==================== block 1
Fig. 1: block 1, routing congestion map
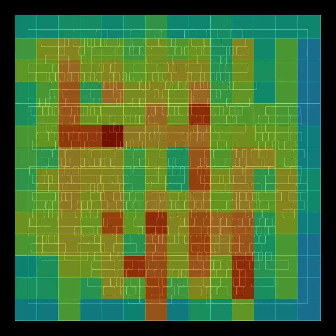
Fig. 2: block 1, sequential cells colored by netlist name
Other sequential cells in the stronger gray, the rest of the logic in the fainter gray.
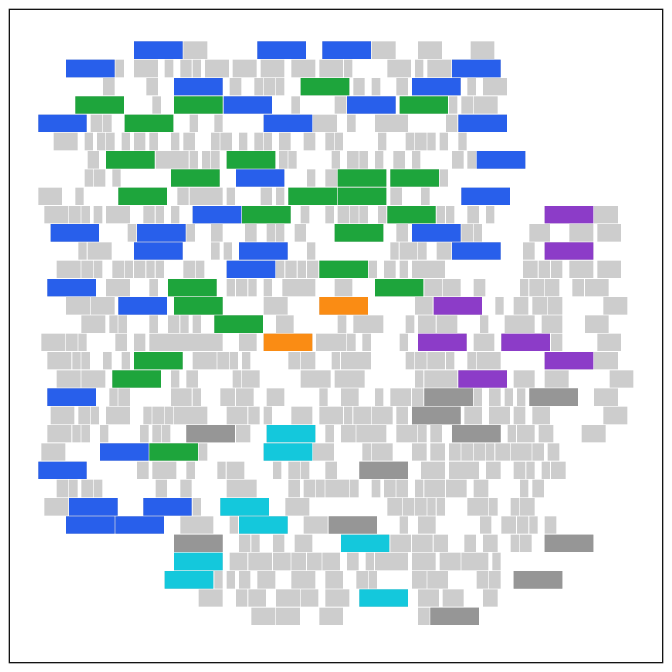
===== config.mk =====
export PLATFORM = sky130hd
export DESIGN_NAME = imem_loader
export DESIGN_NICKNAME = d
export VERILOG_FILES = /design/src/rtl/imem_loader.sv
export SDC_FILE = /design/constraint.sdc
export NUM_CORES = 1
export LEC_CHECK = 0
export ABC_CLOCK_PERIOD_IN_PS = 2700
export CAP_MARGIN = 20
export CORE_MARGIN = 4
export CORE_UTILIZATION = 45
export DETAILED_ROUTE_END_ITERATION = 16
export HOLD_SLACK_MARGIN = 0.08
export PLACE_DENSITY = 0.7
export SLEW_MARGIN = 30
export SYNTH_ARGS = -nofsm -noshare
export SYNTH_HDL_FRONTEND = slang
export SYNTH_SLANG_ARGS = --single-unit

===== constraint.sdc =====
create_clock -name clk -period 2.7 [get_ports clk]
set_input_delay 0.54 -clock clk [delete_from_list [all_inputs] [get_ports clk]]
set_output_delay 0.54 -clock clk [all_outputs]
set_load 0.02 [all_outputs]

===== src/rtl/imem_loader.sv =====
// Byte-serial program loader for the instruction memory: packs four bytes big-endian
// per word, writes words from address 0 upward and holds the CPU until a load completes.
module imem_loader #(
    parameter int ADDR_W = 7
) (
    input  logic              clk,
    input  logic              rst,
    input  logic              start,
    input  logic [ADDR_W:0]   word_count,
    input  logic [7:0]        in_byte,
    input  logic              in_valid,
    output logic              in_ready,
    output logic              imem_we,
    output logic [ADDR_W-1:0] imem_addr,
    output logic [31:0]       imem_wdata,
    output logic              cpu_hold,
    output logic              busy,
    output logic              done
);

    typedef enum logic [1:0] {
        IDLE,
        ASSEMBLE,
        WRITE,
        FINISH
    } state_t;

    localparam logic [ADDR_W:0] CAP      = {1'b1, {ADDR_W{1'b0}}};
    localparam logic [ADDR_W:0] CNT_ONE  = {{ADDR_W{1'b0}}, 1'b1};
    localparam logic [ADDR_W-1:0] ADDR_ONE = {{(ADDR_W-1){1'b0}}, 1'b1};

    state_t            state;
    state_t            state_nxt;
    logic [1:0]        byte_idx;
    logic [ADDR_W:0]   word_cnt;
    logic [ADDR_W:0]   word_cnt_inc;
    logic [ADDR_W:0]   cnt;
    logic [31:0]       shreg;
    logic              accept;
    logic              last_word;

    // Requests larger than the memory are clamped so the address never wraps.
    function automatic logic [ADDR_W:0] clamp_count(input logic [ADDR_W:0] wc);
        return (wc > CAP) ? CAP : wc;
    endfunction

    assign accept       = in_valid && (state == ASSEMBLE);
    assign word_cnt_inc = word_cnt + CNT_ONE;
    assign last_word    = (word_cnt_inc == cnt);

    always_comb begin
        state_nxt = state;
        in_ready  = 1'b0;
        imem_we   = 1'b0;
        busy      = 1'b0;
        done      = 1'b0;
        case (state)
            IDLE: begin
                if (start) begin
                    state_nxt = (word_count != '0) ? ASSEMBLE : FINISH;
                end
            end
            ASSEMBLE: begin
                in_ready = 1'b1;
                busy     = 1'b1;
                if (accept && (byte_idx == 2'd3)) begin
                    state_nxt = WRITE;
                end
            end
            WRITE: begin
                imem_we   = 1'b1;
                busy      = 1'b1;
                state_nxt = last_word ? FINISH : ASSEMBLE;
            end
            FINISH: begin
                done      = 1'b1;
                state_nxt = IDLE;
            end
            default: state_nxt = IDLE;
        endcase
    end

    always_ff @(posedge clk) begin
        if (rst) begin
            state      <= IDLE;
            byte_idx   <= 2'd0;
            word_cnt   <= '0;
            cnt        <= '0;
            shreg      <= 32'd0;
            imem_addr  <= '0;
            imem_wdata <= 32'd0;
            cpu_hold   <= 1'b1;
        end else begin
            state <= state_nxt;
            case (state)
                IDLE: begin
                    if (start) begin
                        if (word_count != '0) begin
                            cnt       <= clamp_count(word_count);
                            word_cnt  <= '0;
                            byte_idx  <= 2'd0;
                            imem_addr <= '0;
                            cpu_hold  <= 1'b1;
                        end else begin
                            // Empty load goes straight to FINISH, which releases the CPU.
                            cpu_hold <= 1'b0;
                        end
                    end
                end
                ASSEMBLE: begin
                    if (accept) begin
                        shreg    <= {shreg[23:0], in_byte};
                        byte_idx <= byte_idx + 2'd1;
                        if (byte_idx == 2'd3) begin
                            imem_wdata <= {shreg[23:0], in_byte};
                        end
                    end
                end
                WRITE: begin
                    word_cnt <= word_cnt_inc;
                    byte_idx <= 2'd0;
                    if (last_word) begin
                        cpu_hold <= 1'b0;
                    end else begin
                        imem_addr <= imem_addr + ADDR_ONE;
                    end
                end
                default: ;
            endcase
        end
    end

endmodule


==> flow_summary.json <==
{
  "antennaDiodeCount": 0,
  "yosysCellCount": 456,
  "pwr-share-clk_pct": 30.0,
  "initCoreUtil_pct": 46.24,
  "lay_top_count": "nand2_1",
  "timing.final.crit_period_ps": 2523,
  "cts_resized": 0,
  "cp-startpoint": "state[0]",
  "outcome": "completed",
  "hold_depth": 2,
  "met1Wirelength_um": 4004,
  "clock_latency_ps": 360,
  "multi_input_comb_cells": 333,
  "seq_cell_count": 84,
  "top_cells_by_count": "128 x nand2_1, 84 x dfxtp_1, 79 x a21oi_1",
  "nNonClkInverters": 10,
  "r2r_end": "imem_addr[4]",
  "comb_area_share_pct": 38.69,
  "cp_num_buf_inv": 2,
  "timing.hold.ws_ps": 455.8,
  "ys_chip_area_mm2": 0.003573,
  "core_mm2": 0.007727,
  "chipArea_mm2": 0.009430,
  "dr_wl_met3_um": 599
}
## Picture notes: Fig. 1
met3 Use GR: 5.384%
most used routing layer: met2
wire length per cell: 13.55 um

## Picture notes: Fig. 2
cnt: drawn in cyan, flops 8, where south. state: drawn in orange, flops 2. imem_wdata: drawn in blue, flops 32, where all over the die. shreg: drawn in green, flops 24. imem_addr: drawn in purple, flops 7, where east.
Another 11 sequential cells are not colored.
Flop area: 0.001682 mm2
Seq group: 0.00136 W


==================== block 2
File: src/rtl/apu_pkg.sv
// Shared APU constants: register addresses, length-counter lookup table and
// the write-decode type used by the channel register front ends.
package apu_pkg;

  localparam logic [15:0] TRI_LINEAR_ADDR   = 16'h4008;
  localparam logic [15:0] TRI_TIMER_LO_ADDR = 16'h400A;
  localparam logic [15:0] TRI_TIMER_HI_ADDR = 16'h400B;
  localparam logic [15:0] APU_STATUS_ADDR   = 16'h4015;

  localparam int LENGTH_IDX_W = 5;
  localparam int LENGTH_W     = 8;
  localparam int LINEAR_W     = 7;

  // Length counter load values, indexed by the 5-bit field of the high timer write.
  localparam logic [LENGTH_W-1:0] LENGTH_TABLE [32] = '{
    8'd10,  8'd254, 8'd20,  8'd2,   8'd40,  8'd4,   8'd80,  8'd6,
    8'd160, 8'd8,   8'd60,  8'd10,  8'd14,  8'd12,  8'd26,  8'd14,
    8'd12,  8'd16,  8'd24,  8'd18,  8'd48,  8'd20,  8'd96,  8'd22,
    8'd192, 8'd24,  8'd72,  8'd26,  8'd16,  8'd28,  8'd32,  8'd30
  };

  typedef enum logic [2:0] {
    WR_NONE,
    WR_LINEAR,
    WR_TIMER_LO,
    WR_TIMER_HI,
    WR_STATUS
  } tri_write_e;

  function automatic logic [LENGTH_W-1:0] lengthLookup(input logic [LENGTH_IDX_W-1:0] idx);
    return LENGTH_TABLE[idx];
  endfunction

endpackage

File: src/rtl/apu_length_counter.sv
// Frame-clocked APU length counter: table load, halt, channel enable and
// saturating decrement. Shared by the pulse, triangle and noise voices.
module apu_length_counter
  import apu_pkg::*;
(
  input  logic                    clk,
  input  logic                    reset,
  input  logic                    lengthLoad,
  input  logic [LENGTH_IDX_W-1:0] lengthIndex,
  input  logic                    enableWrite,
  input  logic                    enableValue,
  input  logic                    halt,
  input  logic                    halfFrame,
  output logic [LENGTH_W-1:0]     count
);

  logic enable;

  // Priority: disable clears, then a table load, then the half-frame decrement.
  // A load in the same cycle as a half-frame pulse therefore suppresses the decrement.
  always_ff @(posedge clk) begin
    // NOTE: sequential state uses non-blocking assignments so every register
    // samples pre-edge values; blocking here would create order-dependent races.
    if (reset) begin
      enable <= 1'b0;
      count  <= '0;
    end else begin
      if (enableWrite) begin
        enable <= enableValue;
      end

      if (enableWrite && !enableValue) begin
        count <= '0;
      end else if (!enable) begin
        count <= '0;
      end else if (lengthLoad) begin
        count <= lengthLookup(lengthIndex);
      end else if (halfFrame && !halt && count != '0) begin
        count <= count - LENGTH_W'(1);
      end
    end
  end

endmodule

File: src/rtl/apu_triangle_regs.sv
// Triangle voice register front end: CPU write decode, channel registers,
// linear counter with reload flag, and the length counter instance.
module apu_triangle_regs
  import apu_pkg::*;
#(
  parameter int ADDR_W = 16
) (
  input  logic                clk,
  input  logic                reset,
  input  logic [ADDR_W-1:0]   addr,
  input  logic [7:0]          data,
  input  logic                we,
  input  logic                quarter_frame,
  input  logic                half_frame,
  output logic [7:0]          inputReg1,
  output logic [7:0]          inputReg2,
  output logic [7:0]          inputReg3,
  output logic [LENGTH_W-1:0] length_count,
  output logic [LINEAR_W-1:0] linear_count,
  output logic                channel_active,
  output logic                status_tri
);

  tri_write_e writeSel;
  logic       timerHiWrite;
  logic       reloadFlag;

  always_comb begin
    writeSel = WR_NONE;
    if (we) begin
      if (addr == ADDR_W'(TRI_LINEAR_ADDR))        writeSel = WR_LINEAR;
      else if (addr == ADDR_W'(TRI_TIMER_LO_ADDR)) writeSel = WR_TIMER_LO;
      else if (addr == ADDR_W'(TRI_TIMER_HI_ADDR)) writeSel = WR_TIMER_HI;
      else if (addr == ADDR_W'(APU_STATUS_ADDR))   writeSel = WR_STATUS;
    end
  end

  assign timerHiWrite = (writeSel == WR_TIMER_HI);

  always_ff @(posedge clk) begin
    if (reset) begin
      inputReg1    <= '0;
      inputReg2    <= '0;
      inputReg3    <= '0;
      linear_count <= '0;
      reloadFlag   <= 1'b0;
    end else begin
      case (writeSel)
        WR_LINEAR:   inputReg1 <= data;
        WR_TIMER_LO: inputReg2 <= data;
        WR_TIMER_HI: inputReg3 <= data;
        default: ;
      endcase

      // inputReg1 is read before this edge's write lands, so a same-cycle
      // $4008 write only affects the next frame pulse.
      if (quarter_frame) begin
        if (reloadFlag || timerHiWrite) begin
          linear_count <= inputReg1[LINEAR_W-1:0];
        end else if (linear_count != '0) begin
          linear_count <= linear_count - LINEAR_W'(1);
        end
      end

      if (timerHiWrite) begin
        reloadFlag <= 1'b1;
      end else if (quarter_frame && !inputReg1[7]) begin
        reloadFlag <= 1'b0;
      end
    end
  end

  apu_length_counter u_length (
    .clk         (clk),
    .reset       (reset),
    .lengthLoad  (timerHiWrite),
    .lengthIndex (data[7:3]),
    .enableWrite (writeSel == WR_STATUS),
    .enableValue (data[2]),
    .halt        (inputReg1[7]),
    .halfFrame   (half_frame),
    .count       (length_count)
  );

  assign status_tri     = (length_count != '0);
  assign channel_active = status_tri && (linear_count != '0);

endmodule

File: config.mk
export PLATFORM = sky130hd
export DESIGN_NAME = apu_triangle_regs
export DESIGN_NICKNAME = d
export VERILOG_FILES = /design/src/rtl/apu_pkg.sv /design/src/rtl/apu_length_counter.sv /design/src/rtl/apu_triangle_regs.sv
export SDC_FILE = /design/constraint.sdc
export NUM_CORES = 1
export LEC_CHECK = 0
export ABC_AREA = 1
export CORE_MARGIN = 2
export CORE_UTILIZATION = 54
export CTS_BUF_LIST = sky130_fd_sc_hd__clkbuf_8
export DETAILED_ROUTE_END_ITERATION = 16
export GPL_TIMING_DRIVEN = 0
export MAX_ROUTING_LAYER = met4
export PLACE_DENSITY = 0.95
export SYNTH_ARGS = -nofsm -noshare
export SYNTH_HDL_FRONTEND = slang
export SYNTH_HIERARCHICAL = 1
export SYNTH_SLANG_ARGS = --single-unit
export TNS_END_PERCENT = 50
File: constraint.sdc
create_clock -name clk -period 3.6 [get_ports clk]
set_input_delay 0.9 -clock clk [delete_from_list [all_inputs] [get_ports clk]]
set_output_delay 0.9 -clock clk [all_outputs]
set_load 0.05 [all_outputs]
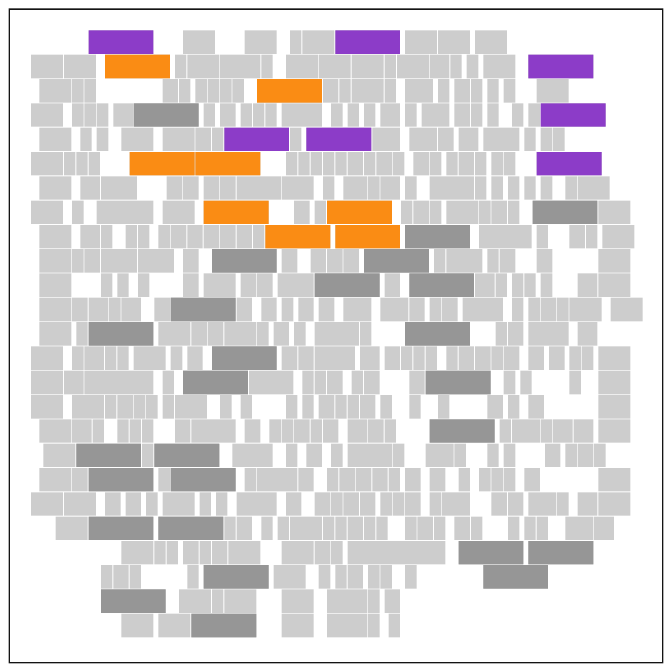
Fig. 3. Sequential cells colored by netlist name (block 2).
Other sequential cells in the stronger gray, the rest of the logic in the fainter gray.
linear_count: drawn in purple, flops 7. inputReg1: drawn in orange, flops 8.
Another 26 sequential cells are not colored.

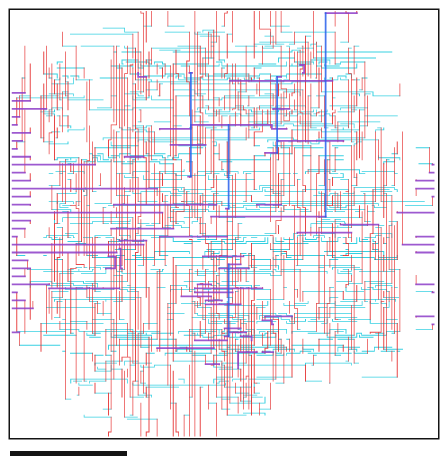
Fig. 4. Wiring by layer (block 2).
The bar under the picture is 20 um long.
M4: drawn in blue, wire length 91.8 um. M1: drawn in cyan, wire length 2830 um. M3: drawn in purple, wire length 464 um. M2: drawn in red, wire length 3350 um.
total number of vias: 2811
Tot GR Track Use: 26.98%

==> flow_summary.json <==
{
  "arrival_ps": 2100,
  "yosys.cell_types.count": 32,
  "syn_area_per_cell_um2": 6.566,
  "layout.cells.most_common_list": "80 x nand2_1, 69 x clkdlybuf4s50_1, 65 x nor2_1",
  "wl_per_cell_um": 12.89,
  "met3_usage_pct": 6.077,
  "hp-class": "flip-flop to flip-flop",
  "timing.hold.ws_ps": 491.5,
  "core_mm2": 0.004661,
  "dp_hpwl_um": 5213,
  "ys_sh_xor_pct": 2.388,
  "antennaDiodeCount": 0,
  "outcome": "completed",
  "p_leak_nw": 1.541,
  "flop_cell": "dfxtp_1",
  "synth-seq-cells": 41,
  "clock_tree.buffer_depth": 2,
  "r2r_setup_slack_ps": 2070,
  "top_cell": "nand2_1",
  "top_cells_by_count": "80 x nand2_1, 65 x nor2_1, 44 x inv_1",
  "drive_gt1_share_pct": 9.615,
  "p_sw_share_pct": 32.67,
  "n_clock_buffer": 6,
  "dr_wl_met3_um": 464,
  "overflow": 0,
  "maxCapViolations": 0
}

==================== block 3
Fig. 5: block 3, routing congestion map
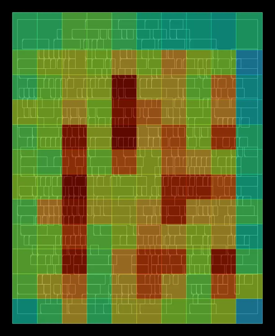
Fig. 6: block 3, pin map
Pins as bars across the die edge, other pins in gray.
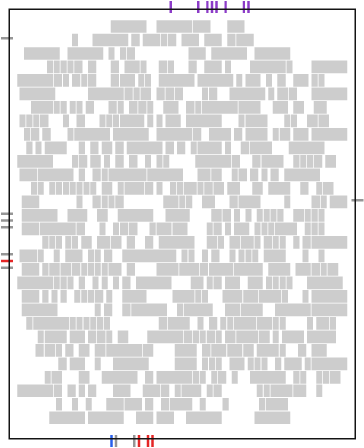
Fig. 7: block 3, sequential cells colored by netlist name
Other sequential cells in the stronger gray, the rest of the logic in the fainter gray.
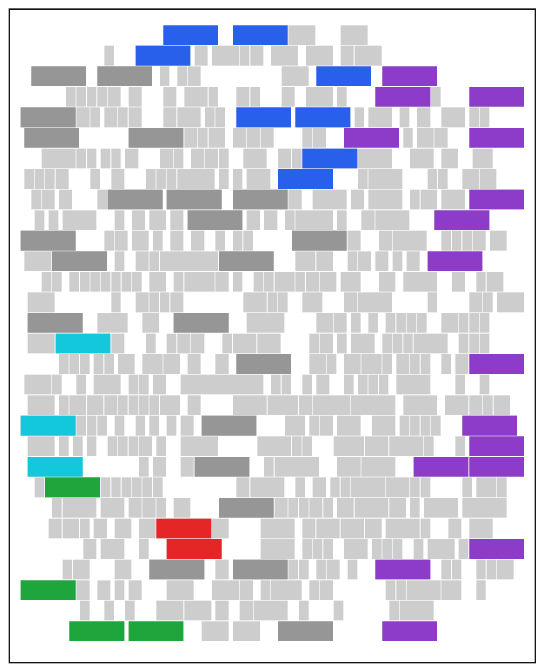
### config.mk
export PLATFORM = sky130hd
export DESIGN_NAME = uart_rx_controller
export DESIGN_NICKNAME = d
export VERILOG_FILES = /design/src/rtl/uart_pkg.sv /design/src/rtl/uart_baud_tick.sv /design/src/rtl/uart_rx_controller.sv
export SDC_FILE = /design/constraint.sdc
export NUM_CORES = 1
export LEC_CHECK = 0
export ABC_AREA = 1
export CAP_MARGIN = 40
export CORE_ASPECT_RATIO = 1.25
export CORE_UTILIZATION = 59
export DETAILED_ROUTE_END_ITERATION = 10
export PLACE_DENSITY = 0.8
export SETUP_SLACK_MARGIN = 0.05
export SLEW_MARGIN = 0
export SYNTH_ARGS = -nofsm -noshare
export SYNTH_HDL_FRONTEND = slang
export SYNTH_SLANG_ARGS = --single-unit
### constraint.sdc
create_clock -name i_clk -period 4.35 [get_ports i_clk]
set_clock_uncertainty 0.15 [all_clocks]
set_input_delay 0.87 -clock i_clk [delete_from_list [all_inputs] [get_ports i_clk]]
set_output_delay 0.87 -clock i_clk [all_outputs]
set_load 0.05 [all_outputs]
### src/rtl/uart_pkg.sv
// Shared UART definitions: baud divisor table, RX FSM state type and parity encodings.
// Divisors assume a 100 MHz clock and 16x oversampling; index 0 runs one tick per clock.
package uart_pkg;

   localparam int unsigned BAUD_W = 4;
   localparam int unsigned DIV_W  = 16;

   localparam logic [DIV_W-1:0] BAUD_DIV [16] = '{
      16'd1,    // simulation
      16'd651,  // 9600
      16'd326,  // 19200
      16'd163,  // 38400
      16'd109,  // 57600
      16'd54,   // 115200
      16'd27,   // 230400
      16'd14,   // 460800
      16'd7,    // 921600
      16'd6,    // 1000000
      16'd3,    // 2000000
      16'd2,    // 3125000
      16'd651,
      16'd651,
      16'd651,
      16'd651
   };

   typedef enum logic [2:0] {
      StIdle,
      StStart,
      StData,
      StParity,
      StStop,
      StBreak
   } rx_state_t;

   localparam logic PARITY_EVEN = 1'b0;
   localparam logic PARITY_ODD  = 1'b1;

   // Even parity flags an odd count of ones across data and parity bit; odd parity inverts.
   function automatic logic parity_error(input logic [7:0] i_d, input logic i_pbit,
                                         input logic i_en, input logic i_type);
      return i_en & ((^{i_d, i_pbit}) ^ i_type);
   endfunction

endpackage

### src/rtl/uart_baud_tick.sv
// Programmable oversample tick divider: pulses o_tick once every i_div clocks.
// i_clr restarts the count so the first tick lands a full period after the clear.
module uart_baud_tick
   import uart_pkg::*;
(
   input  logic             i_clk,
   input  logic             i_reset,
   input  logic             i_clr,
   input  logic [DIV_W-1:0] i_div,
   output logic             o_tick
);

   logic [DIV_W-1:0] r_cnt;
   logic             w_term;

   // >= rather than == so a shrinking divisor can never strand the counter above it.
   assign w_term = (r_cnt >= (i_div - DIV_W'(1)));
   assign o_tick = w_term & ~i_clr;

   always_ff @(posedge i_clk) begin
      if (i_reset || i_clr) begin
         r_cnt <= '0;
      end else if (w_term) begin
         r_cnt <= '0;
      end else begin
         r_cnt <= r_cnt + DIV_W'(1);
      end
   end

endmodule

### src/rtl/uart_rx_controller.sv
// UART receiver: 2-flop synchroniser, 16x-oversampled start detection, 8N1 / 8P1 framing,
// registered valid/ready byte output with parity, framing and overrun status.
module uart_rx_controller
   import uart_pkg::*;
#(
   parameter int unsigned OVS = 16
) (
   input  logic              i_clk,
   input  logic              i_reset,
   input  logic              i_rx,
   input  logic [BAUD_W-1:0] i_baud,
   input  logic              i_parity_en,
   input  logic              i_parity_type,
   input  logic              i_rdy,
   output logic              o_val,
   output logic [7:0]        o_data,
   output logic              o_parity_err,
   output logic              o_frame_err,
   output logic              o_overrun
);

   localparam int unsigned         OVS_W    = $clog2(OVS);
   localparam logic [OVS_W-1:0]    OVS_HALF = OVS_W'(OVS / 2 - 1);
   localparam logic [OVS_W-1:0]    OVS_LAST = OVS_W'(OVS - 1);

   rx_state_t         r_state;
   logic [1:0]        r_sync;
   logic [OVS_W-1:0]  r_ovs_cnt;
   logic [2:0]        r_bit_idx;
   logic [7:0]        r_shift;
   logic              r_pbit;
   logic [BAUD_W-1:0] r_baud_l;
   logic              r_par_en_l;
   logic              r_par_type_l;
   logic              r_val;
   logic [7:0]        r_data;
   logic              r_parity_err;
   logic              r_frame_err;
   logic              r_overrun;

   logic              w_rx_s;
   logic              w_start_edge;
   logic              w_tick;
   logic              w_wrap;
   logic              w_perr;

   assign w_rx_s       = r_sync[1];
   assign w_start_edge = (r_state == StIdle) && !w_rx_s;
   assign w_wrap       = w_tick && (r_ovs_cnt == OVS_LAST);
   assign w_perr       = parity_error(r_shift, r_pbit, r_par_en_l, r_par_type_l);

   uart_baud_tick u_baud_tick (
      .i_clk   (i_clk),
      .i_reset (i_reset),
      .i_clr   (w_start_edge),
      .i_div   (BAUD_DIV[r_baud_l]),
      .o_tick  (w_tick)
   );

   always_ff @(posedge i_clk) begin
      if (i_reset) begin
         r_state      <= StIdle;
         r_sync       <= 2'b11;
         r_ovs_cnt    <= '0;
         r_bit_idx    <= '0;
         r_shift      <= '0;
         r_pbit       <= 1'b0;
         r_baud_l     <= '0;
         r_par_en_l   <= 1'b0;
         r_par_type_l <= PARITY_EVEN;
         r_val        <= 1'b0;
         r_data       <= '0;
         r_parity_err <= 1'b0;
         r_frame_err  <= 1'b0;
         r_overrun    <= 1'b0;
      end else begin
         r_sync      <= {r_sync[0], i_rx};
         r_frame_err <= 1'b0;
         r_overrun   <= 1'b0;

         if (r_val && i_rdy) begin
            r_val <= 1'b0;
         end

         unique case (r_state)
            StIdle: begin
               if (!w_rx_s) begin
                  r_state      <= StStart;
                  r_ovs_cnt    <= '0;
                  r_baud_l     <= i_baud;
                  r_par_en_l   <= i_parity_en;
                  r_par_type_l <= i_parity_type;
               end
            end

            StStart: begin
               if (w_tick) begin
                  if (r_ovs_cnt == OVS_HALF) begin
                     r_ovs_cnt <= '0;
                     r_bit_idx <= '0;
                     r_state   <= w_rx_s ? StIdle : StData;
                  end else begin
                     r_ovs_cnt <= r_ovs_cnt + OVS_W'(1);
                  end
               end
            end

            StData: begin
               if (w_tick) begin
                  r_ovs_cnt <= r_ovs_cnt + OVS_W'(1);
               end
               if (w_wrap) begin
                  r_shift[r_bit_idx] <= w_rx_s;
                  r_bit_idx          <= r_bit_idx + 3'd1;
                  if (r_bit_idx == 3'd7) begin
                     r_state <= r_par_en_l ? StParity : StStop;
                  end
               end
            end

            StParity: begin
               if (w_tick) begin
                  r_ovs_cnt <= r_ovs_cnt + OVS_W'(1);
               end
               if (w_wrap) begin
                  r_pbit  <= w_rx_s;
                  r_state <= StStop;
               end
            end

            StStop: begin
               if (w_tick) begin
                  r_ovs_cnt <= r_ovs_cnt + OVS_W'(1);
               end
               if (w_wrap) begin
                  if (w_rx_s) begin
                     // Back to idle at mid-stop so a start edge half a bit later is caught.
                     r_state <= StIdle;
                     if (!r_val || i_rdy) begin
                        r_data       <= r_shift;
                        r_parity_err <= w_perr;
                        r_val        <= 1'b1;
                     end else begin
                        r_overrun <= 1'b1;
                     end
                  end else begin
                     r_frame_err <= 1'b1;
                     r_state     <= StBreak;
                  end
               end
            end

            StBreak: begin
               if (w_rx_s) begin
                  r_state <= StIdle;
               end
            end

            default: r_state <= StIdle;
         endcase
      end
   end

   assign o_val        = r_val;
   assign o_data       = r_data;
   assign o_parity_err = r_parity_err;
   assign o_frame_err  = r_frame_err;
   assign o_overrun    = r_overrun;

endmodule

==> flow_summary.json <==
{
  "synth_top_area_share_pct": 32.84,
  "min_from": "r_sync[0]",
  "pwr-share-clk_pct": 21.1,
  "regMostFlops": "u_baud_tick.r_cnt",
  "sh_seq_area_pct": 29.34,
  "stdcell_count": 558,
  "final_util_pct": 68.94,
  "hold_viol": 0,
  "multi_input_comb_cells": 345,
  "rsz0062_at_grt": "false",
  "layout_setup_ws_ps": 656.3,
  "timing.hold.ws_ps": 271.6,
  "pg_comb_w": 0.000729,
  "grt_pass1_vias": 2827,
  "drive_gt1_share_pct": 8.300,
  "outcome": "completed",
  "cp_data_required_time_ps": 4420
}
Notes on Fig. 5 above:
Tot GR Track Use: 24.43%
most used routing layer: met2
GR Util met2: 45.37%
wire length per cell: 12.65 um

Notes on Fig. 6 above:
i_baud: drawn in red, pins 4, direction input, edge 3 south, 1 west. i_rx: drawn in blue, pins 1, direction input, edge south. o_data: drawn in purple, pins 8, direction output, edge north.
All pins by edge: 8 north, 7 west, 6 south, 1 east.

Notes on Fig. 7 above:
u_baud_tick.r_cnt: drawn in purple, flops 16. r_state: drawn in cyan, flops 3. o_data: drawn in blue, flops 8, where north. r_ovs_cnt: drawn in green, flops 4, where south-west. r_sync: drawn in red, flops 2.
Another 22 sequential cells are not colored.


==================== block 4
Fig. 8: block 4, routing congestion map
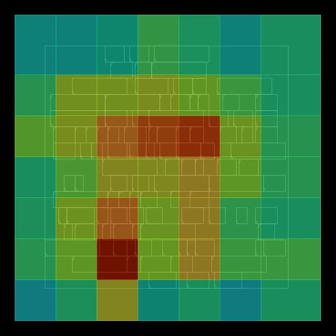
Fig. 9: block 4, pin map
Pins as bars across the die edge, other pins in gray.
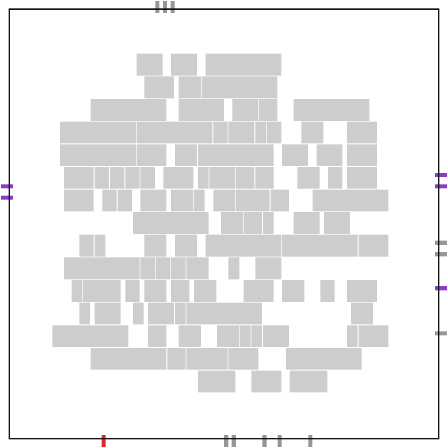
<file path="config.mk">
export PLATFORM = sky130hd
export DESIGN_NAME = minority_window_acc
export DESIGN_NICKNAME = d
export VERILOG_FILES = /design/src/rtl/minority_window_acc.sv
export SDC_FILE = /design/constraint.sdc
export NUM_CORES = 1
export LEC_CHECK = 0
export CAP_MARGIN = 20
export CORE_MARGIN = 5
export CORE_UTILIZATION = 49
export CTS_CLUSTER_SIZE = 24
export DETAILED_ROUTE_END_ITERATION = 16
export PLACE_DENSITY = 0.81
export SLEW_MARGIN = 30
export SYNTH_ARGS = -nofsm -noshare
export SYNTH_HDL_FRONTEND = slang
export SYNTH_SLANG_ARGS = --single-unit
export TNS_END_PERCENT = 30
</file>
<file path="constraint.sdc">
create_clock -name clk -period 1.6 [get_ports clk]
set_input_delay 0.24 -clock clk [delete_from_list [all_inputs] [get_ports clk]]
set_output_delay 0.24 -clock clk [all_outputs]
set_load 0.02 [all_outputs]
</file>
<file path="src/rtl/minority_window_acc.sv">
// Counts 3-input minority-true samples over a window of WINDOW accepted samples and
// presents the count and a threshold flag as a held valid/ready result.
module minority_window_acc #(
  parameter int WINDOW = 16,
  parameter int THRESH = 8,
  localparam int CNT_W = $clog2(WINDOW + 1)
) (
  input  logic             clk,
  input  logic             rst,
  input  logic             clr,
  input  logic             in_valid,
  output logic             in_ready,
  input  logic             a,
  input  logic             b,
  input  logic             c,
  output logic             out_valid,
  input  logic             out_ready,
  output logic [CNT_W-1:0] out_count,
  output logic             out_flag,
  output logic             dbg_state
);

  // Handshake: a transfer happens on a rising edge where valid and ready are both 1.
  // The producer holds valid and its data until that edge; ready never depends on valid.

  localparam int IDX_W = $clog2(WINDOW);
  localparam logic [IDX_W-1:0] IDX_LAST = IDX_W'(WINDOW - 1);
  localparam logic [CNT_W:0]   THRESH_V = (CNT_W + 1)'(THRESH);

  localparam logic [0:0] S_ACCUM = 1'b0;
  localparam logic [0:0] S_HOLD  = 1'b1;

  logic [0:0]       r_state;
  logic [CNT_W-1:0] r_acc;
  logic [IDX_W-1:0] r_idx;
  logic [CNT_W-1:0] r_count;
  logic             r_flag;

  logic             w_y;
  logic             w_accept;
  logic [CNT_W:0]   w_sum;

  assign w_y      = (~a & ~b) | (~a & ~c) | (~b & ~c);
  assign w_accept = in_valid & in_ready;
  // One spare bit so the flag compare sees the full-window value without wrap
  assign w_sum    = {1'b0, r_acc} + {{CNT_W{1'b0}}, w_y};

  assign in_ready  = (r_state == S_ACCUM);
  assign out_valid = (r_state == S_HOLD);
  assign out_count = r_count;
  assign out_flag  = r_flag;
  assign dbg_state = r_state[0];

  always_ff @(posedge clk or posedge rst) begin
    if (rst) begin
      r_state <= S_ACCUM;
      r_acc   <= '0;
      r_idx   <= '0;
      r_count <= '0;
      r_flag  <= 1'b0;
    end else if (clr) begin
      r_state <= S_ACCUM;
      r_acc   <= '0;
      r_idx   <= '0;
      r_count <= '0;
      r_flag  <= 1'b0;
    end else begin
      case (r_state)
        S_ACCUM: begin
          if (w_accept) begin
            if (r_idx == IDX_LAST) begin
              r_count <= w_sum[CNT_W-1:0];
              r_flag  <= (w_sum >= THRESH_V);
              r_acc   <= '0;
              r_idx   <= '0;
              r_state <= S_HOLD;
            end else begin
              r_acc <= w_sum[CNT_W-1:0];
              r_idx <= r_idx + IDX_W'(1);
            end
          end
        end
        S_HOLD: begin
          if (out_ready) r_state <= S_ACCUM;
        end
        default: r_state <= S_ACCUM;
      endcase
    end
  end

endmodule
</file>
==> flow_summary.json <==
{
  "p_total_w": 0.0007278,
  "n_clock_buffer": 3,
  "flop_cell": "dfrtp_1",
  "fin_crit_sh_pct": 95.94,
  "simple_gate_share_pct": 19.17,
  "outcome": "completed",
  "drt-total-wl_um": 1766,
  "dr_wl_met3_um": 100,
  "fin_area_mm2": 0.001081,
  "chipArea_mm2": 0.002648,
  "via_count": 722,
  "logic_family": "simple AND/OR/NAND/NOR gates",
  "core_mm2": 0.001670,
  "combPwrFrac_pct": 13.1,
  "row_count": 15,
  "r2r_setup_slack_ps": 70,
  "die_w_um": 51.46,
  "crit_end": "r_acc[2]",
  "drt.antenna.violating_nets": 0,
  "cts.sinks": 16,
  "nNonClkInverters": 3,
  "yosys.cell_types.count": 31,
  "comb_area_share_pct": 38.77
}
Notes on Fig. 8 above:
Layout Utilization: 64.72%
met3 Use GR: 2.624%
GR Util met2: 22.88%
Tot GR Track Use: 14.59%
most used routing layer: met2

Notes on Fig. 9 above:
clk: drawn in red, pins 1, direction input, edge south. out_count: drawn in purple, pins 5, direction output, edge 3 east, 2 west.
All pins by edge: 6 south, 6 east, 3 north, 2 west.


==================== block 5
**config.mk**
```make
export PLATFORM = sky130hd
export DESIGN_NAME = note_lane_draw_ctrl_flat
export DESIGN_NICKNAME = d
export VERILOG_FILES = /design/src/rtl/note_lane_draw_ctrl_if.sv /design/src/rtl/note_lane_draw_ctrl.sv /design/src/flat_wrapper.sv
export SDC_FILE = /design/constraint.sdc
export NUM_CORES = 1
export LEC_CHECK = 0
export ABC_AREA = 1
export CELL_PAD_IN_SITES_DETAIL_PLACEMENT = 1
export CELL_PAD_IN_SITES_GLOBAL_PLACEMENT = 1
export CORE_AREA = 2 2 68 70
export DETAILED_ROUTE_END_ITERATION = 8
export DIE_AREA = 0 0 70 72
export PLACE_DENSITY_LB_ADDON = 0.1
export SLEW_MARGIN = 10
export SYNTH_ARGS = -nofsm -noshare
export SYNTH_HDL_FRONTEND = slang
export SYNTH_SLANG_ARGS = --single-unit
```
**constraint.sdc**
```tcl
create_clock -name clock -period 2.6 [get_ports clock]
set_input_delay 0.52 -clock clock [delete_from_list [all_inputs] [get_ports clock]]
set_output_delay 0.52 -clock clock [all_outputs]
set_load 0.05 [all_outputs]
```
**src/rtl/note_lane_draw_ctrl_if.sv**
```systemverilog
// Bundle between the note-lane draw sequencer and its neighbours: the frame
// request from the shifter side and the pixel bus to the VGA adapter.
interface note_lane_draw_ctrl_if #(
    parameter int NUM_NOTES = 10
);
    logic                 start;
    logic [NUM_NOTES-1:0] notes;
    logic                 hold;
    logic [7:0]           x;
    logic [6:0]           y;
    logic [2:0]           colour;
    logic                 plot;
    logic                 busy;
    logic                 advance;
    logic                 overrun;

    modport master (
        output start, notes, hold,
        input  x, y, colour, plot, busy, advance, overrun
    );

    modport slave (
        input  start, notes, hold,
        output x, y, colour, plot, busy, advance, overrun
    );
endinterface

```
**src/rtl/note_lane_draw_ctrl.sv**
```systemverilog
// Redraws the note lane once per start pulse: snapshots the notes, plots one
// square per note one pixel per clock, then pulses advance for the shifter.
module note_lane_draw_ctrl #(
    parameter int         NUM_NOTES  = 10,
    parameter int         SQ_SIZE    = 4,
    parameter int         X0         = 0,
    parameter int         PITCH      = 5,
    parameter int         Y0         = 60,
    parameter logic [2:0] HIT_COLOUR = 3'b100,
    parameter logic [2:0] BG_COLOUR  = 3'b000
) (
    input  logic               clock,
    input  logic               clear_b,
    note_lane_draw_ctrl_if.slave bus
);
    localparam int IDX_W = (NUM_NOTES > 1) ? $clog2(NUM_NOTES) : 1;
    localparam int PX_W  = (SQ_SIZE > 1) ? $clog2(SQ_SIZE) : 1;
    localparam logic [IDX_W-1:0] IDX_LAST = IDX_W'(NUM_NOTES - 1);
    localparam logic [PX_W-1:0]  PX_LAST  = PX_W'(SQ_SIZE - 1);

    typedef enum logic [1:0] {
        IDLE = 2'd0,
        DRAW = 2'd1,
        DONE = 2'd2
    } state_t;

    state_t               state, state_next;
    logic [NUM_NOTES-1:0] snap, snap_next;
    logic [IDX_W-1:0]     idx, idx_next;
    logic [PX_W-1:0]      px, px_next;
    logic [PX_W-1:0]      py, py_next;
    logic                 overrun, overrun_next;

    always_ff @(posedge clock or negedge clear_b) begin
        if (!clear_b) begin
            state   <= IDLE;
            snap    <= '0;
            idx     <= '0;
            px      <= '0;
            py      <= '0;
            overrun <= 1'b0;
        end else begin
            state   <= state_next;
            snap    <= snap_next;
            idx     <= idx_next;
            px      <= px_next;
            py      <= py_next;
            overrun <= overrun_next;
        end
    end

    // Pixel walk runs px fastest, then py, then square index; hold freezes it.
    always_comb begin
        state_next   = state;
        snap_next    = snap;
        idx_next     = idx;
        px_next      = px;
        py_next      = py;
        overrun_next = overrun;
        bus.x        = 8'd0;
        bus.y        = 7'd0;
        bus.colour   = 3'd0;
        bus.plot     = 1'b0;
        bus.busy     = 1'b0;
        bus.advance  = 1'b0;
        bus.overrun  = overrun;

        case (state)
            IDLE: begin
                if (bus.start) begin
                    state_next   = DRAW;
                    snap_next    = bus.notes;
                    idx_next     = '0;
                    px_next      = '0;
                    py_next      = '0;
                    overrun_next = 1'b0;
                end
            end
            DRAW: begin
                bus.busy   = 1'b1;
                bus.plot   = !bus.hold;
                bus.x      = 8'(X0) + 8'(idx) * 8'(PITCH) + 8'(px);
                bus.y      = 7'(Y0) + 7'(py);
                bus.colour = snap[idx] ? HIT_COLOUR : BG_COLOUR;
                if (bus.start) begin
                    overrun_next = 1'b1;
                end
                if (!bus.hold) begin
                    if (px == PX_LAST) begin
                        px_next = '0;
                        if (py == PX_LAST) begin
                            py_next = '0;
                            if (idx == IDX_LAST) begin
                                state_next = DONE;
                            end else begin
                                idx_next = idx + IDX_W'(1);
                            end
                        end else begin
                            py_next = py + PX_W'(1);
                        end
                    end else begin
                        px_next = px + PX_W'(1);
                    end
                end
            end
            DONE: begin
                bus.busy    = 1'b1;
                bus.advance = 1'b1;
                state_next  = IDLE;
                if (bus.start) begin
                    overrun_next = 1'b1;
                end
            end
            default: begin
                state_next = IDLE;
            end
        endcase
    end
endmodule

```
**src/flat_wrapper.sv**
```systemverilog
// flat-port wrapper written by rule: the top's interface ports become plain ports
module note_lane_draw_ctrl_flat 
#(
    parameter int         NUM_NOTES  = 10,
    parameter int         SQ_SIZE    = 4,
    parameter int         X0         = 0,
    parameter int         PITCH      = 5,
    parameter int         Y0         = 60,
    parameter logic [2:0] HIT_COLOUR = 3'b100,
    parameter logic [2:0] BG_COLOUR  = 3'b000
)
  (clock, clear_b, bus_start, bus_notes, bus_hold, bus_x, bus_y, bus_colour, bus_plot, bus_busy, bus_advance, bus_overrun);
  note_lane_draw_ctrl_if #(.NUM_NOTES(NUM_NOTES)) bus_i ();
  input  logic clock;
  input  logic clear_b;
  input wire logic [$bits(bus_i.start)-1:0] bus_start;
  input wire logic [$bits(bus_i.notes)-1:0] bus_notes;
  input wire logic [$bits(bus_i.hold)-1:0] bus_hold;
  output wire logic [$bits(bus_i.x)-1:0] bus_x;
  output wire logic [$bits(bus_i.y)-1:0] bus_y;
  output wire logic [$bits(bus_i.colour)-1:0] bus_colour;
  output wire logic [$bits(bus_i.plot)-1:0] bus_plot;
  output wire logic [$bits(bus_i.busy)-1:0] bus_busy;
  output wire logic [$bits(bus_i.advance)-1:0] bus_advance;
  output wire logic [$bits(bus_i.overrun)-1:0] bus_overrun;
  assign bus_i.start = bus_start;
  assign bus_i.notes = bus_notes;
  assign bus_i.hold = bus_hold;
  assign bus_x = bus_i.x;
  assign bus_y = bus_i.y;
  assign bus_colour = bus_i.colour;
  assign bus_plot = bus_i.plot;
  assign bus_busy = bus_i.busy;
  assign bus_advance = bus_i.advance;
  assign bus_overrun = bus_i.overrun;
  note_lane_draw_ctrl #(.NUM_NOTES(NUM_NOTES), .SQ_SIZE(SQ_SIZE), .X0(X0), .PITCH(PITCH), .Y0(Y0), .HIT_COLOUR(HIT_COLOUR), .BG_COLOUR(BG_COLOUR)) u_core (.clock(clock), .clear_b(clear_b), .bus(bus_i));
endmodule
```
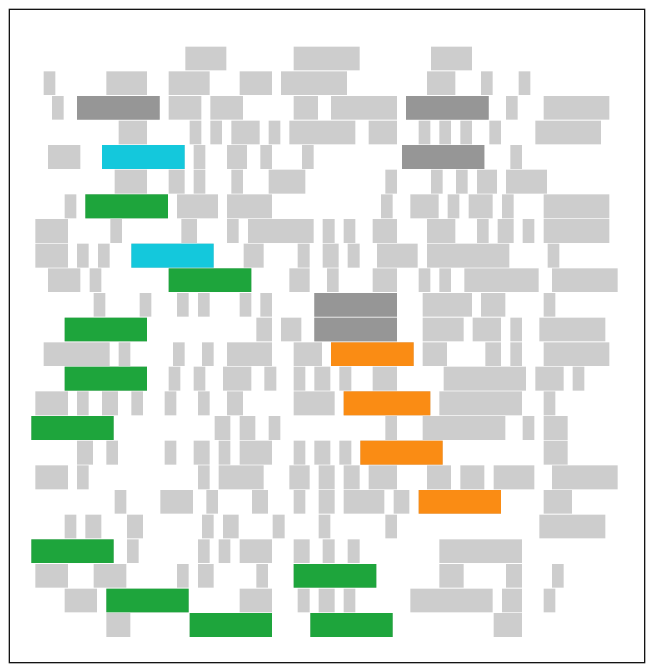
Fig. 10. Sequential cells colored by netlist name (block 5).
Other sequential cells in the stronger gray, the rest of the logic in the fainter gray.
u_core.snap: drawn in green, flops 10. u_core.idx: drawn in orange, flops 4. u_core.state: drawn in cyan, flops 2.

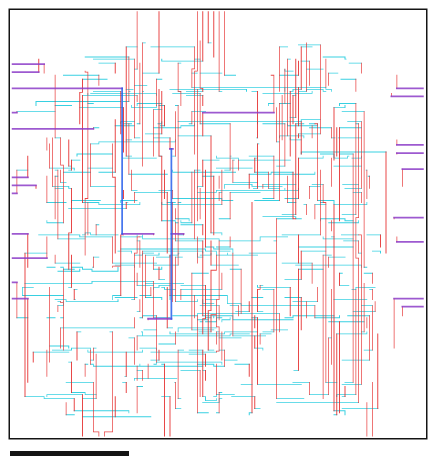
Fig. 11. Wiring by layer (block 5).
The bar under the picture is 20 um long.
M3: drawn in purple, wire length 124 um. M4: drawn in blue, wire length 53.0 um. M2: drawn in red, wire length 2040 um. M1: drawn in cyan, wire length 1500 um.

==> flow_summary.json <==
{
  "reg2reg_depth": 8,
  "outcome": "completed",
  "crit_end": "bus_x[5]",
  "simple_gate_share_pct": 23.37,
  "dr.pass1.iters": 4,
  "grt_pass1_vias": 1431,
  "use_met1_pct": 17.42,
  "p_leak_nw": 1.058,
  "yosysWarnings": 0,
  "p_int_w": 0.001519,
  "stdcell_count": 279,
  "synth_top_area_share_pct": 34.68,
  "synth-seq-cells": 21,
  "met2_wirelength_um": 2039,
  "timing.hold.ws_ps": 493.3,
  "lay_top_count": "nand2_1",
  "largest_reg_flops": 10
}
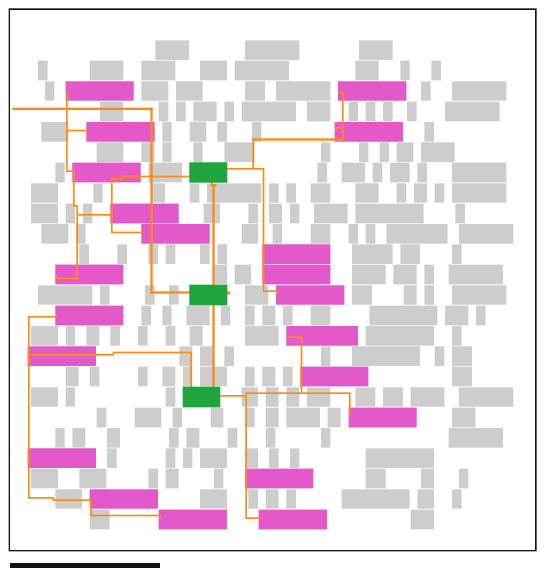
Fig. 12. Clock distribution (block 5).
The bar under the picture is 20 um long.
clock wires: drawn in orange, length 328 um. flip-flops: drawn in magenta, count 21. clock-net drivers: drawn in green, count 3.
There are 4 routed clock nets.


==================== block 6
Fig. 13: block 6, metal 4
Cells faint in the background.
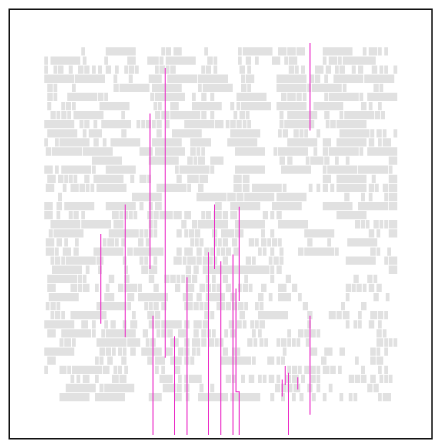
--- config.mk ---
export PLATFORM = sky130hd
export DESIGN_NAME = mem_stage_lsu
export DESIGN_NICKNAME = d
export VERILOG_FILES = /design/src/rtl/lsu_pkg.sv /design/src/rtl/mem_stage_lsu_align.sv /design/src/rtl/mem_stage_lsu.sv
export SDC_FILE = /design/constraint.sdc
export NUM_CORES = 1
export LEC_CHECK = 0
export ABC_AREA = 1
export CAP_MARGIN = 10
export CORE_AREA = 10 10 116 118
export DETAILED_ROUTE_END_ITERATION = 7
export DIE_AREA = 0 0 126 128
export DONT_BUFFER_PORTS = 1
export GPL_TIMING_DRIVEN = 0
export PLACE_DENSITY_LB_ADDON = 0.05
export SYNTH_ARGS = -nofsm -noshare
export SYNTH_HDL_FRONTEND = slang
export SYNTH_SLANG_ARGS = --single-unit
--- constraint.sdc ---
create_clock -name clk -period 4.05 [get_ports clk]
set_clock_uncertainty 0.2 [all_clocks]
set_input_delay 0.81 -clock clk [delete_from_list [all_inputs] [get_ports clk]]
set_output_delay 0.81 -clock clk [all_outputs]
set_load 0.02 [all_outputs]
--- src/rtl/lsu_pkg.sv ---
// Shared types and helpers for the MEM-stage load/store unit.
// Optional misaligned-access trapping is enabled with LSU_MISALIGN_CHK_EN.
package lsu_pkg;

    typedef enum logic [1:0] {
        IDLE     = 2'd0,
        WAIT_GNT = 2'd1,
        WAIT_RSP = 2'd2
    } lsu_state_e;

    localparam logic [2:0] F3_B  = 3'b000;
    localparam logic [2:0] F3_H  = 3'b001;
    localparam logic [2:0] F3_W  = 3'b010;
    localparam logic [2:0] F3_D  = 3'b011;
    localparam logic [2:0] F3_BU = 3'b100;
    localparam logic [2:0] F3_HU = 3'b101;
    localparam logic [2:0] F3_WU = 3'b110;

    function automatic logic f3_ok(input logic [2:0] f3,
                                   input logic dw64);
        logic ok;
        unique case (f3)
            F3_B, F3_H, F3_W, F3_BU, F3_HU: ok = 1'b1;
            F3_D, F3_WU:                    ok = dw64;
            default:                        ok = 1'b0;
        endcase
        return ok;
    endfunction

    function automatic logic [7:0] be_mask(input logic [1:0] size,
                                           input logic [2:0] lane);
        logic [7:0] m;
        unique case (size)
            2'd0: m = 8'h01;
            2'd1: m = 8'h03;
            2'd2: m = 8'h0F;
            default: m = 8'hFF;
        endcase
        return m << lane;
    endfunction

    // Lane-shift the full read word down, then size/sign the result
    function automatic logic [63:0] load_extend(input logic [63:0] data,
                                                input logic [2:0]  lane,
                                                input logic [2:0]  f3);
        logic [63:0] sh;
        logic [63:0] r;
        sh = data >> {lane, 3'b000};
        unique case (f3)
            F3_B:    r = {{56{sh[7]}}, sh[7:0]};
            F3_H:    r = {{48{sh[15]}}, sh[15:0]};
            F3_W:    r = {{32{sh[31]}}, sh[31:0]};
            F3_BU:   r = {56'd0, sh[7:0]};
            F3_HU:   r = {48'd0, sh[15:0]};
            F3_WU:   r = {32'd0, sh[31:0]};
            default: r = sh;
        endcase
        return r;
    endfunction

endpackage

--- src/rtl/mem_stage_lsu_align.sv ---
// Lane select, byte enables, store positioning and load extension.
// LSU_MISALIGN_CHK_EN: reject misaligned ops instead of force-aligning.
module lsu_align
    import lsu_pkg::*;
#(
    parameter int ADDR_WIDTH = 32,
    parameter int DAT_WIDTH  = 32
) (
    input  logic [2:0]              funct3_i,
    input  logic [DAT_WIDTH-1:0]    addr_i,
    input  logic [DAT_WIDTH-1:0]    wdata_i,
    input  logic [DAT_WIDTH-1:0]    rdata_i,
    output logic                    reject_o,
    output logic [ADDR_WIDTH-1:0]   addr_o,
    output logic [DAT_WIDTH/8-1:0]  be_o,
    output logic [DAT_WIDTH-1:0]    wdata_o,
    output logic [DAT_WIDTH-1:0]    rdata_o
);

    localparam int BE_WIDTH = DAT_WIDTH / 8;
    localparam int LANE_W   = $clog2(BE_WIDTH);

    logic [1:0]            size;
    logic [2:0]            szm;
    logic [2:0]            lane_raw;
    logic [2:0]            lane;
    logic                  ok;
    logic [ADDR_WIDTH-1:0] a;

    assign size     = funct3_i[1:0];
    assign ok       = f3_ok(funct3_i, DAT_WIDTH == 64);
    assign lane_raw = 3'(addr_i[LANE_W-1:0]);

    always_comb begin
        unique case (size)
            2'd0: szm = 3'b000;
            2'd1: szm = 3'b001;
            2'd2: szm = 3'b011;
            default: szm = 3'b111;
        endcase
    end

`ifdef LSU_MISALIGN_CHK_EN
    assign lane     = lane_raw;
    assign reject_o = ~ok | (|(lane_raw & szm));
`else
    assign lane     = lane_raw & ~szm;
    assign reject_o = ~ok;
`endif

    assign a       = ADDR_WIDTH'(addr_i);
    assign addr_o  = {a[ADDR_WIDTH-1:LANE_W], LANE_W'(0)};
    assign be_o    = BE_WIDTH'(be_mask(size, lane));
    assign wdata_o = wdata_i << {lane, 3'b000};
    assign rdata_o = DAT_WIDTH'(load_extend(64'(rdata_i), lane, funct3_i));

endmodule

--- src/rtl/mem_stage_lsu.sv ---
// MEM stage: req/gnt/rvalid data-memory FSM plus MEM/WB register.
// LSU_MISALIGN_CHK_EN: misaligned ops skip memory and flag misalign_W.
module mem_stage_lsu
    import lsu_pkg::*;
#(
    parameter int ADDR_WIDTH = 32,
    parameter int DAT_WIDTH  = 32,
    localparam int BE_WIDTH  = DAT_WIDTH / 8
) (
    input  logic                  clk,
    input  logic                  rst_n,
    input  logic                  valid_M,
    input  logic                  RegWrite_M,
    input  logic                  MemtoReg_M,
    input  logic                  MemRead_M,
    input  logic                  MemWrite_M,
    input  logic [2:0]            funct3_M,
    input  logic [4:0]            rd_M,
    input  logic [ADDR_WIDTH-1:0] PC_4M,
    input  logic [DAT_WIDTH-1:0]  ALU_result_M,
    input  logic [DAT_WIDTH-1:0]  wdata_M,
    output logic                  stall_M,
    output logic                  dmem_req,
    output logic                  dmem_we,
    output logic [ADDR_WIDTH-1:0] dmem_addr,
    output logic [BE_WIDTH-1:0]   dmem_be,
    output logic [DAT_WIDTH-1:0]  dmem_wdata,
    input  logic                  dmem_gnt,
    input  logic                  dmem_rvalid,
    input  logic [DAT_WIDTH-1:0]  dmem_rdata,
    output logic                  valid_W,
    output logic                  RegWrite_W,
    output logic                  MemtoReg_W,
    output logic [4:0]            rd_W,
    output logic [ADDR_WIDTH-1:0] PC_4W,
    output logic [DAT_WIDTH-1:0]  ALU_result_W,
    output logic [DAT_WIDTH-1:0]  rdata_W,
    output logic                  misalign_W
);

    lsu_state_e state_q, state_d;

    logic                  mem_rq, reject, mem_op;
    logic                  req, stall, rsp_fire, mis_d;
    logic [DAT_WIDTH-1:0]  ext;

    logic                  valid_q, rw_q, m2r_q, mis_q;
    logic [4:0]            rd_q;
    logic [ADDR_WIDTH-1:0] pc_q;
    logic [DAT_WIDTH-1:0]  alu_q, rdata_q;

    lsu_align #(
        .ADDR_WIDTH(ADDR_WIDTH),
        .DAT_WIDTH (DAT_WIDTH)
    ) u_align (
        .funct3_i(funct3_M),
        .addr_i  (ALU_result_M),
        .wdata_i (wdata_M),
        .rdata_i (dmem_rdata),
        .reject_o(reject),
        .addr_o  (dmem_addr),
        .be_o    (dmem_be),
        .wdata_o (dmem_wdata),
        .rdata_o (ext)
    );

    assign mem_rq = valid_M & (MemRead_M | MemWrite_M);
    assign mem_op = mem_rq & ~reject;

    always_comb begin
        state_d = state_q;
        req     = 1'b0;
        stall   = 1'b0;
        unique case (state_q)
            IDLE: begin
                req   = mem_op;
                stall = mem_op;
                if (mem_op)
                    state_d = dmem_gnt ? WAIT_RSP : WAIT_GNT;
            end
            WAIT_GNT: begin
                req   = 1'b1;
                stall = 1'b1;
                if (dmem_gnt)
                    state_d = WAIT_RSP;
            end
            WAIT_RSP: begin
                stall = ~dmem_rvalid;
                if (dmem_rvalid)
                    state_d = IDLE;
            end
            default: state_d = IDLE;
        endcase
    end

    assign rsp_fire = (state_q == WAIT_RSP) & dmem_rvalid;
    assign stall_M  = stall;
    assign dmem_req = req & rst_n;
    assign dmem_we  = MemWrite_M;

`ifdef LSU_MISALIGN_CHK_EN
    assign mis_d = mem_rq & reject;
`else
    assign mis_d = 1'b0;
`endif

    always_ff @(posedge clk or negedge rst_n) begin
        if (!rst_n) begin
            state_q <= IDLE;
        end else begin
            state_q <= state_d;
        end
    end

    // Stalled cycles drain a bubble; payload fields simply hold
    always_ff @(posedge clk or negedge rst_n) begin
        if (!rst_n) begin
            valid_q <= 1'b0;
            rw_q    <= 1'b0;
            m2r_q   <= 1'b0;
            mis_q   <= 1'b0;
            rd_q    <= '0;
            pc_q    <= '0;
            alu_q   <= '0;
            rdata_q <= '0;
        end else begin
            if (stall) begin
                valid_q <= 1'b0;
                rw_q    <= 1'b0;
                mis_q   <= 1'b0;
            end else begin
                valid_q <= valid_M;
                rw_q    <= valid_M & RegWrite_M & ~(mem_rq & reject);
                m2r_q   <= MemtoReg_M;
                mis_q   <= mis_d;
                rd_q    <= rd_M;
                pc_q    <= PC_4M;
                alu_q   <= ALU_result_M;
            end
            if (rsp_fire)
                rdata_q <= ext;
        end
    end

    assign valid_W      = valid_q;
    assign RegWrite_W   = rw_q;
    assign MemtoReg_W   = m2r_q;
    assign misalign_W   = mis_q;
    assign rd_W         = rd_q;
    assign PC_4W        = pc_q;
    assign ALU_result_W = alu_q;
    assign rdata_W      = rdata_q;

endmodule

==> flow_summary.json <==
{
  "clock_tree.buffer_depth": 2,
  "mux_share_pct": 0,
  "worst_pin_slew_ps": 585.3,
  "top_cells_by_count": "165 x nand2_1, 131 x inv_1, 106 x dfrtp_1",
  "seq_cell_count": 106,
  "hp-class": "input pin to async pin",
  "critPathSlowestCell": "nor2_1",
  "sh_seq_area_pct": 41.35,
  "nNonClkInverters": 136,
  "tritoncts": "yes",
  "drt.antenna.violating_nets": 0,
  "simple_gate_share_pct": 22.52,
  "p_sw_share_pct": 43.78,
  "multi_input_comb_cells": 461,
  "synth.cellmix.compoundShare_pct": 14.81,
  "comb_area_mm2": 0.002216,
  "yosysCellCount": 779,
  "comb_area_share_pct": 34.54,
  "register_area_mm2": 0.002653,
  "outcome": "completed",
  "dominant_cells": "registers",
  "reg2reg_depth": 9,
  "critPathTopFamily": "simple AND/OR/NAND/NOR gates",
  "async_flop_share_pct": 100.0,
  "routed_via_density": 5.481
}
About Fig. 13:
17 nets have wire on it. The wires run mostly vertical. The longest straight run is 86.4 um.



==> layout pictures side by side <==
Routing congestion map.
panel A
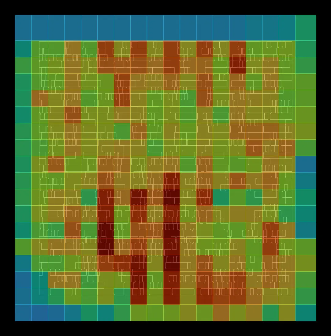
panel B
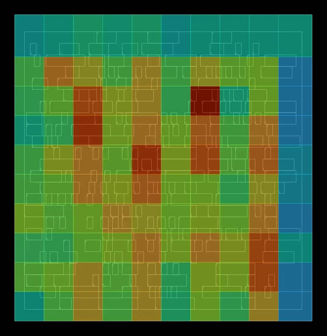
panel C
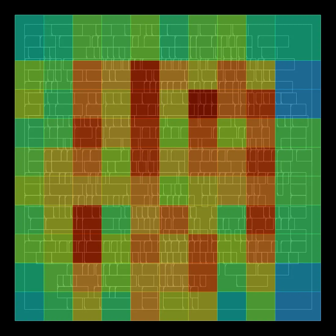
block 6: panel A
block 2: panel C
block 5: panel B

No activity file was given, so power comes from the tool's default toggle rates.
